# ---- block 1 ----
Block 1, where the registers sit:
Other sequential cells in the stronger grey, the rest of the logic in the fainter grey.
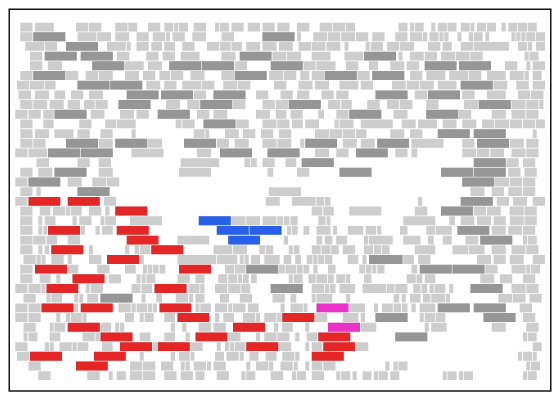

==> config.mk <==
export PLATFORM = sky130hd
export DESIGN_NAME = alu_op_sequencer
export DESIGN_NICKNAME = d
export VERILOG_FILES = /design/src/rtl/alu_op_sequencer.sv
export SDC_FILE = /design/constraint.sdc
export NUM_CORES = 1
export LEC_CHECK = 0
export CORE_ASPECT_RATIO = 0.7
export CORE_UTILIZATION = 39
export DETAILED_ROUTE_END_ITERATION = 16
export GPL_TIMING_DRIVEN = 0
export PLACE_DENSITY = 0.77
export SYNTH_ARGS = -nofsm -noshare
export SYNTH_HDL_FRONTEND = slang
export SYNTH_SLANG_ARGS = --single-unit
==> constraint.sdc <==
create_clock -name clk_i -period 2.55 [get_ports clk_i]
set_input_delay 0.3825 -clock clk_i [delete_from_list [all_inputs] [get_ports clk_i]]
set_output_delay 0.3825 -clock clk_i [all_outputs]
set_load 0.02 [all_outputs]
==> src/rtl/alu_op_sequencer.sv <==
// Issue sequencer between decode and the combinational ALU: decode, hold, capture, respond.
// Optional ALU_SEQ_PERF_EN builds the op/error counters; otherwise they are tied to 0.
module alu_op_sequencer #(
    parameter int unsigned MUL_CYCLES = 3,
    parameter int unsigned DATA_W     = 32
) (
    input  logic              clk_i,
    input  logic              rst_i,
    input  logic              req_valid_i,
    output logic              req_ready_o,
    input  logic [2:0]        aluop_i,
    input  logic [5:0]        funct_i,
    input  logic [DATA_W-1:0] rs_data_i,
    input  logic [DATA_W-1:0] rt_data_i,
    input  logic [DATA_W-1:0] imm_i,
    output logic [DATA_W-1:0] alu_src1_o,
    output logic [DATA_W-1:0] alu_src2_o,
    output logic [3:0]        alu_ctrl_o,
    input  logic [DATA_W-1:0] alu_result_i,
    input  logic              alu_zero_i,
    output logic              rsp_valid_o,
    input  logic              rsp_ready_i,
    output logic [DATA_W-1:0] rsp_result_o,
    output logic              rsp_taken_o,
    output logic              rsp_err_o,
    output logic [31:0]       op_cnt_o,
    output logic [15:0]       err_cnt_o
);

    localparam logic [3:0] C_AND  = 4'd0;
    localparam logic [3:0] C_OR   = 4'd1;
    localparam logic [3:0] C_ADD  = 4'd2;
    localparam logic [3:0] C_SLTI = 4'd3;
    localparam logic [3:0] C_SLT  = 4'd4;
    localparam logic [3:0] C_MUL  = 4'd5;
    localparam logic [3:0] C_SUB  = 4'd6;
    localparam logic [3:0] C_BEQ  = 4'd7;
    localparam logic [3:0] C_SRA  = 4'd8;
    localparam logic [3:0] C_SRAV = 4'd9;
    localparam logic [3:0] C_BNE  = 4'd10;
    localparam logic [3:0] C_LUI  = 4'd11;

    localparam logic [3:0] MUL_INIT = 4'(MUL_CYCLES - 1);

    typedef enum logic [1:0] {
        IDLE = 2'd0,
        EXEC = 2'd1,
        MULW = 2'd2,
        RESP = 2'd3
    } state_t;

    state_t            state;
    logic [3:0]        cnt;
    logic [3:0]        dec_ctrl;
    logic [DATA_W-1:0] dec_src1;
    logic [DATA_W-1:0] dec_src2;
    logic              dec_ok;
    logic              dec_mul;
    logic              cap_taken;

    always_comb begin
        dec_ctrl = C_AND;
        dec_src1 = rs_data_i;
        dec_src2 = rt_data_i;
        dec_ok   = 1'b1;
        unique case (aluop_i)
            3'b000: begin
                dec_ctrl = C_ADD;
                dec_src2 = imm_i;
            end
            3'b001: dec_ctrl = C_BEQ;
            3'b011: begin
                dec_ctrl = C_SLTI;
                dec_src2 = imm_i;
            end
            3'b100: dec_ctrl = C_BNE;
            3'b101: begin
                dec_ctrl = C_LUI;
                dec_src2 = imm_i;
            end
            3'b110: begin
                dec_ctrl = C_OR;
                dec_src2 = {{(DATA_W-16){1'b0}}, imm_i[15:0]};
            end
            3'b010: begin
                unique case (funct_i)
                    6'h20: dec_ctrl = C_ADD;
                    6'h22: dec_ctrl = C_SUB;
                    6'h24: dec_ctrl = C_AND;
                    6'h25: dec_ctrl = C_OR;
                    6'h2A: dec_ctrl = C_SLT;
                    6'h18: dec_ctrl = C_MUL;
                    6'h07: dec_ctrl = C_SRAV;
                    6'h03: begin
                        // shamt rides in imm[10:6]; the ALU picks it out
                        dec_ctrl = C_SRA;
                        dec_src1 = imm_i;
                    end
                    default: dec_ok = 1'b0;
                endcase
            end
            default: dec_ok = 1'b0;
        endcase
        dec_mul = (dec_ctrl == C_MUL);
    end

    assign cap_taken = ((alu_ctrl_o == C_BEQ) || (alu_ctrl_o == C_BNE)) & alu_zero_i;

    always_ff @(posedge clk_i or negedge rst_i) begin
        if (!rst_i) begin
            state        <= IDLE;
            cnt          <= '0;
            req_ready_o  <= 1'b1;
            alu_src1_o   <= '0;
            alu_src2_o   <= '0;
            alu_ctrl_o   <= '0;
            rsp_valid_o  <= 1'b0;
            rsp_result_o <= '0;
            rsp_taken_o  <= 1'b0;
            rsp_err_o    <= 1'b0;
        end else begin
            unique case (state)
                IDLE: begin
                    if (req_valid_i) begin
                        req_ready_o <= 1'b0;
                        if (!dec_ok) begin
                            // illegal ops never reach the ALU; its inputs keep old values
                            rsp_valid_o  <= 1'b1;
                            rsp_err_o    <= 1'b1;
                            rsp_result_o <= '0;
                            rsp_taken_o  <= 1'b0;
                            state        <= RESP;
                        end else begin
                            alu_src1_o <= dec_src1;
                            alu_src2_o <= dec_src2;
                            alu_ctrl_o <= dec_ctrl;
                            if (dec_mul) begin
                                cnt   <= MUL_INIT;
                                state <= MULW;
                            end else begin
                                state <= EXEC;
                            end
                        end
                    end
                end
                EXEC: begin
                    rsp_result_o <= alu_result_i;
                    rsp_taken_o  <= cap_taken;
                    rsp_err_o    <= 1'b0;
                    rsp_valid_o  <= 1'b1;
                    state        <= RESP;
                end
                MULW: begin
                    if (cnt == 4'd0) begin
                        rsp_result_o <= alu_result_i;
                        rsp_taken_o  <= cap_taken;
                        rsp_err_o    <= 1'b0;
                        rsp_valid_o  <= 1'b1;
                        state        <= RESP;
                    end else begin
                        cnt <= cnt - 4'd1;
                    end
                end
                RESP: begin
                    if (rsp_ready_i) begin
                        rsp_valid_o <= 1'b0;
                        req_ready_o <= 1'b1;
                        state       <= IDLE;
                    end
                end
                default: state <= IDLE;
            endcase
        end
    end

`ifdef ALU_SEQ_PERF_EN
    logic [31:0] op_cnt;
    logic [15:0] err_cnt;
    logic        rsp_fire;
    logic        err_fire;

    assign rsp_fire = rsp_valid_o & rsp_ready_i;
    assign err_fire = (state == IDLE) & req_valid_i & ~dec_ok;

    always_ff @(posedge clk_i or negedge rst_i) begin
        if (!rst_i) begin
            op_cnt  <= '0;
            err_cnt <= '0;
        end else begin
            if (rsp_fire && (op_cnt != '1)) begin
                op_cnt <= op_cnt + 32'd1;
            end
            if (err_fire && (err_cnt != '1)) begin
                err_cnt <= err_cnt + 16'd1;
            end
        end
    end

    assign op_cnt_o  = op_cnt;
    assign err_cnt_o = err_cnt;
`else
    assign op_cnt_o  = '0;
    assign err_cnt_o = '0;
`endif

endmodule
# ---- block 2 ----
### src/rtl/ttl_rr_arbiter.sv
// Round-robin arbiter giving one requester at a time a bounded tenure on a shared gate block,
// with a one-cycle all-zero gap between tenures.
//
// state | meaning
// IDLE  | no owner, Grant all zero, waiting for Enable and a request
// GRANT | owner holds the gate block, hold counter running
// GAP   | one break-before-make cycle with Grant all zero, pointer moved past the last owner
module ttl_rr_arbiter #(
  parameter int BLOCKS      = 4,
  parameter int WIDTH_INDEX = 2,
  parameter int HOLD_MAX    = 8,
  parameter int DELAY_RISE  = 0,
  parameter int DELAY_FALL  = 0
) (
  input  logic                   Clk,
  input  logic                   Clear_bar,
  input  logic                   Enable,
  input  logic [BLOCKS-1:0]      Req,
  output logic [BLOCKS-1:0]      Grant,
  output logic [WIDTH_INDEX-1:0] Grant_index,
  output logic                   Busy
);

  localparam int CW = $clog2(HOLD_MAX + 1);

  // Rise/fall delays are zero in silicon; they are only range-checked here.
  if ((2 ** WIDTH_INDEX) < BLOCKS || HOLD_MAX < 1 || DELAY_RISE < 0 || DELAY_FALL < 0) begin : g_bad_params
    $error("ttl_rr_arbiter: illegal parameter combination");
  end

  typedef enum logic [1:0] {
    IDLE  = 2'd0,
    GRANT = 2'd1,
    GAP   = 2'd2
  } state_e;

  state_e                 state_q, state_d;
  logic [WIDTH_INDEX-1:0] owner_q, owner_d;
  logic [WIDTH_INDEX-1:0] ptr_q, ptr_d;
  logic [CW-1:0]          cnt_q, cnt_d;

  logic                   req_any;
  logic [WIDTH_INDEX-1:0] sel_idx;

  function automatic logic [WIDTH_INDEX-1:0] wrap_add(input logic [WIDTH_INDEX-1:0] base,
                                                      input int unsigned            off);
    logic [WIDTH_INDEX:0] sum;
    sum = {1'b0, base} + (WIDTH_INDEX + 1)'(off);
    if (sum >= (WIDTH_INDEX + 1)'(BLOCKS)) sum = sum - (WIDTH_INDEX + 1)'(BLOCKS);
    return sum[WIDTH_INDEX-1:0];
  endfunction

  // Descending scan so the requester closest above the pointer wins.
  always_comb begin
    req_any = |Req;
    sel_idx = '0;
    for (int i = BLOCKS - 1; i >= 0; i--) begin
      if (Req[wrap_add(ptr_q, i)]) sel_idx = wrap_add(ptr_q, i);
    end
  end

  always_ff @(posedge Clk or negedge Clear_bar) begin
    if (!Clear_bar) begin
      state_q <= IDLE;
      owner_q <= '0;
      ptr_q   <= '0;
      cnt_q   <= CW'(1);
    end else begin
      state_q <= state_d;
      owner_q <= owner_d;
      ptr_q   <= ptr_d;
      cnt_q   <= cnt_d;
    end
  end

  always_comb begin
    state_d = state_q;
    owner_d = owner_q;
    ptr_d   = ptr_q;
    cnt_d   = cnt_q;
    case (state_q)
      IDLE, GAP: begin
        if (Enable && req_any) begin
          state_d = GRANT;
          owner_d = sel_idx;
          cnt_d   = CW'(1);
        end else begin
          state_d = IDLE;
        end
      end
      GRANT: begin
        if (Enable && Req[owner_q] && (cnt_q < CW'(HOLD_MAX))) begin
          cnt_d = cnt_q + CW'(1);
        end else begin
          state_d = GAP;
          ptr_d   = wrap_add(owner_q, 1);
        end
      end
      default: state_d = IDLE;
    endcase
  end

  // Outputs decode registered state only, so Req/Enable never reach them combinationally.
  always_comb begin
    Busy        = (state_q == GRANT);
    Grant       = Busy ? (BLOCKS'(1) << owner_q) : '0;
    Grant_index = Busy ? owner_q : '0;
  end

endmodule

### config.mk
export PLATFORM = sky130hd
export DESIGN_NAME = ttl_rr_arbiter
export DESIGN_NICKNAME = d
export VERILOG_FILES = /design/src/rtl/ttl_rr_arbiter.sv
export SDC_FILE = /design/constraint.sdc
export NUM_CORES = 1
export LEC_CHECK = 0
export ABC_AREA = 1
export CORE_MARGIN = 2
export CORE_UTILIZATION = 45
export DETAILED_ROUTE_END_ITERATION = 7
export PLACE_DENSITY = 0.7
export SLEW_MARGIN = 15
export SYNTH_ARGS = -nofsm -noshare
export SYNTH_HDL_FRONTEND = slang
export SYNTH_SLANG_ARGS = --single-unit
### constraint.sdc
create_clock -name Clk -period 1.8 [get_ports Clk]
set_clock_uncertainty 0.1 [all_clocks]
set_input_delay 0.54 -clock Clk [delete_from_list [all_inputs] [get_ports Clk]]
set_output_delay 0.54 -clock Clk [all_outputs]
set_load 0.05 [all_outputs]
Block 2, metal layers overlaid:
Only two layers are drawn.
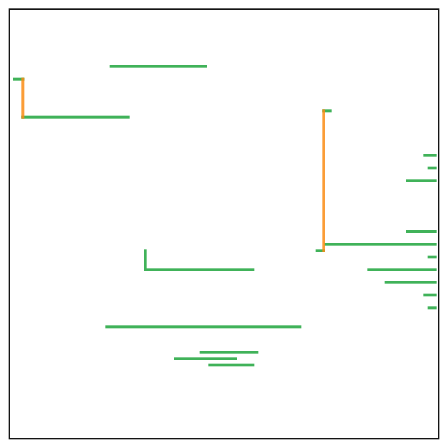
- orange: met4 (wire length 19.0 um)
- green: met3 (wire length 110 um)

==> metrics.cfg, block 2 <==
[yosys]
synth.top_cell.area_share_pct = 28.6
xor_area_share_pct = 1.11
ff_type = dfrtp_1
ys_top_cells_by_area = dfrtp_1 29%, nand2_1 10%, nand2_2 10%, nand3_1 8.3%, ha_1 7.9%
floorplan.nets = 125
avgSynthCellArea_um2 = 6.96
synthesis.area_um2 = 787
logic_family = simple AND/OR/NAND/NOR gates
synth-seq-cells = 10

[worst_setup_path]
critPathSlowestCell = dfrtp_2
crit_chain = buf_4 > ha_4 > inv_2 > nor2_4 > buf_12
max_stage_delay_ps = 450
crit_path_end_kind = output port

[global_routing]
grt_pass1_vias = 831
grt_max_degree = 11

[status]
violations = setup timing
outcome = complete, but fails checks

[drt]
vias_per_cell = 5.08
wl_per_cell_um = 12.1

[place]
place_inst = 151
place_area_um2 = 1130

[cells_and_area]
final-comb-area_um2 = 513
finalInstanceArea_um2 = 1220
regMostFlops = cnt_q
nNetsFinal = 155
antenna_cells = 0
final_common_cell = nand2_1
clkbuf_count = 4
clock_cell_area_share_pct = 2.98

[cts]
cts_resized = 14
cts_hold_buf = 0
cts_buffers = 3

[sta]
finalSetupViolations = 5
timing.final.crit_share_pct = 105
worst_slack_ps = -84.8

[floorplan]
fp_util_pct = 46.6
die_height_um = 45.8

[min_path]
worstHoldStart = cnt_q[3]
hold_class = register to register

[pwr]
seqPwrFrac_pct = 21.2
swShare_pct = 49.2

-- block 2: per-stage QoR --
| stage | setup slack (ps) | TNS, ps | util (%) | power (mW) |
|---|---|---|---|---|
| 3_3_place_gp | -149 | -923 | 66.7 | 1.76 |
| 5_1_grt | -126 | -541 | 72.1 | 2.30 |
| 3_5_place_dp | -151 | -1040 | 66.7 | 1.80 |
| 6_report | -84.8 | -295 | 72.1 | 2.13 |
| 2_1_floorplan | -245 | -1470 | - | 1.31 |
| 4_1_cts | -81.6 | -303 | 71.6 | 2.11 |
Block 1, cell placement:
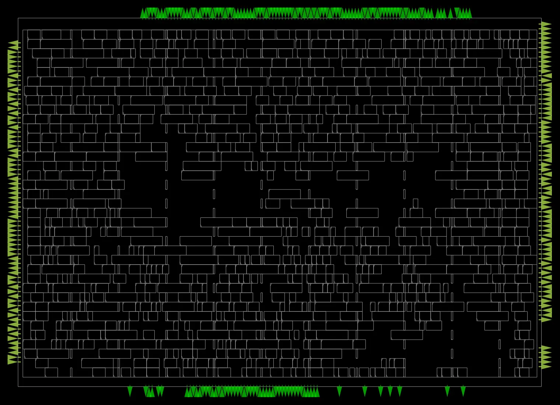
# rows: 37
Core ar.: 15000 um^2
utilization after layout: 62.7%

Block 1, M2 wires:
Scale bar: 50 um.
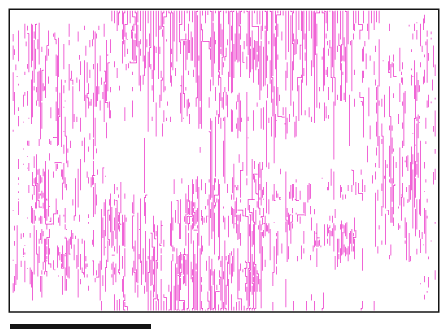
- longest straight run: 39.6 um
- main direction: vertical
- share of all routed wire: 47%
- nets with wire on the layer: 871

About 'where the registers sit' of block 1:
- magenta: state (flops 2)
- blue: alu_ctrl_o (flops 4; where centre)
- red: rsp_result_o (flops 32)

==> metrics.cfg, block 1 <==
[global_routing]
grt_pass1_vias = 5077

[yosys]
edf_count = 0
synth.top_cell.area_share_pct = 44.6
ys_top_cells_by_area = dfrtp_1 45%, mux2_2 18%, buf_4 5.9%, mux2_4 4.9%, o32ai_1 4.7%
aoi_share_pct = 11.4
yosys.stat.chipArea_um2 = 6120

[sta]
finalSetupViolations = 0
maxSlewViolCount = 0
maxSlewHeadroom_pct = 51.5
hold_viol = 0

[worst_setup_path]
crit_family = buffers and inverters
crit_path_end_kind = register
max_stage_delay_ps = 580
startpoint = funct_i[3]
crit_chain = clkdlybuf4s50_1 > or4b_4 > a21oi_4 > o211ai_2 > buf_6 > buf_6 > mux2_4
cp.depth = 7
regToRegStartpoint = cnt[0]

[cts]
cts_setup_buffers = 0
cts_root_buffer = clkbuf_16
h-tree-depth = 3
cts_hold_buf = 1
clkSinkCount = 110

[pwr]
power_top_consumer = combinational cells
vdd_drop_max_mv = 0.570
powerComb_mw = 5.72
internal_power_mw = 6.22
power_per_cell_area_nw_per_um2 = 1090

[cells_and_area]
flops = 110
clock_cell_area_share_pct = 3.41
comb_area_share_pct = 32.0
bufAreaShareNonClock_pct = 32.3

[place]
dp_hpwl_um = 13300
preCtsSetupSlack_ps = -440
gp_routability_congestion = 0.805
place.port_buffers = 241

[drt]
wl_per_cell_um = 16.5
first_iter_violations = 202

[status]
outcome = completed

[floorplan]
fp_util_pct = 40.8

[run]
tool_warnings = 31

block 1: metal layers:
layer  part of all wire (%)  vias to the layer above  global-route usage (%)
li1                       -                     2454                       -
met1                     43                     2497                    27.8
met2                     47                      200                    33.8
met3                    9.0                       16                    7.11
met4                    1.6                        0                    4.95
met5                      0                        -                       0
block 1: registers in the layout, indices dropped and copies added (netlist names):
name	count
alu_ctrl_o	4
alu_src1_o	32
alu_src2_o	32
cnt	4
req_ready_o	1
rsp_err_o	1
rsp_result_o	32
rsp_taken_o	1
rsp_valid_o	1
state	2


## Gallery

I/O nets highlighted.
picture 1
Scale bar: 50 um.
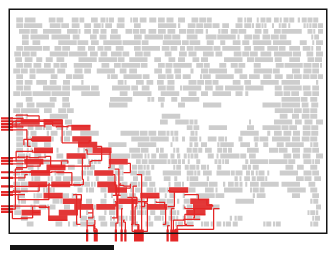
picture 2
Scale bar: 10 um.
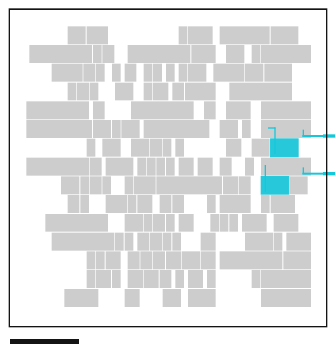
- largest die: picture 1
- most cells: picture 1
Picture 1 is block 1.
Picture 2 is block 2.

Key to picture 2:
- cyan: Grant_index (bits 2; direction output; edge right; end cells 2; buffers 2; wire 16.1 um)

Power and IR drop assume default switching activity.
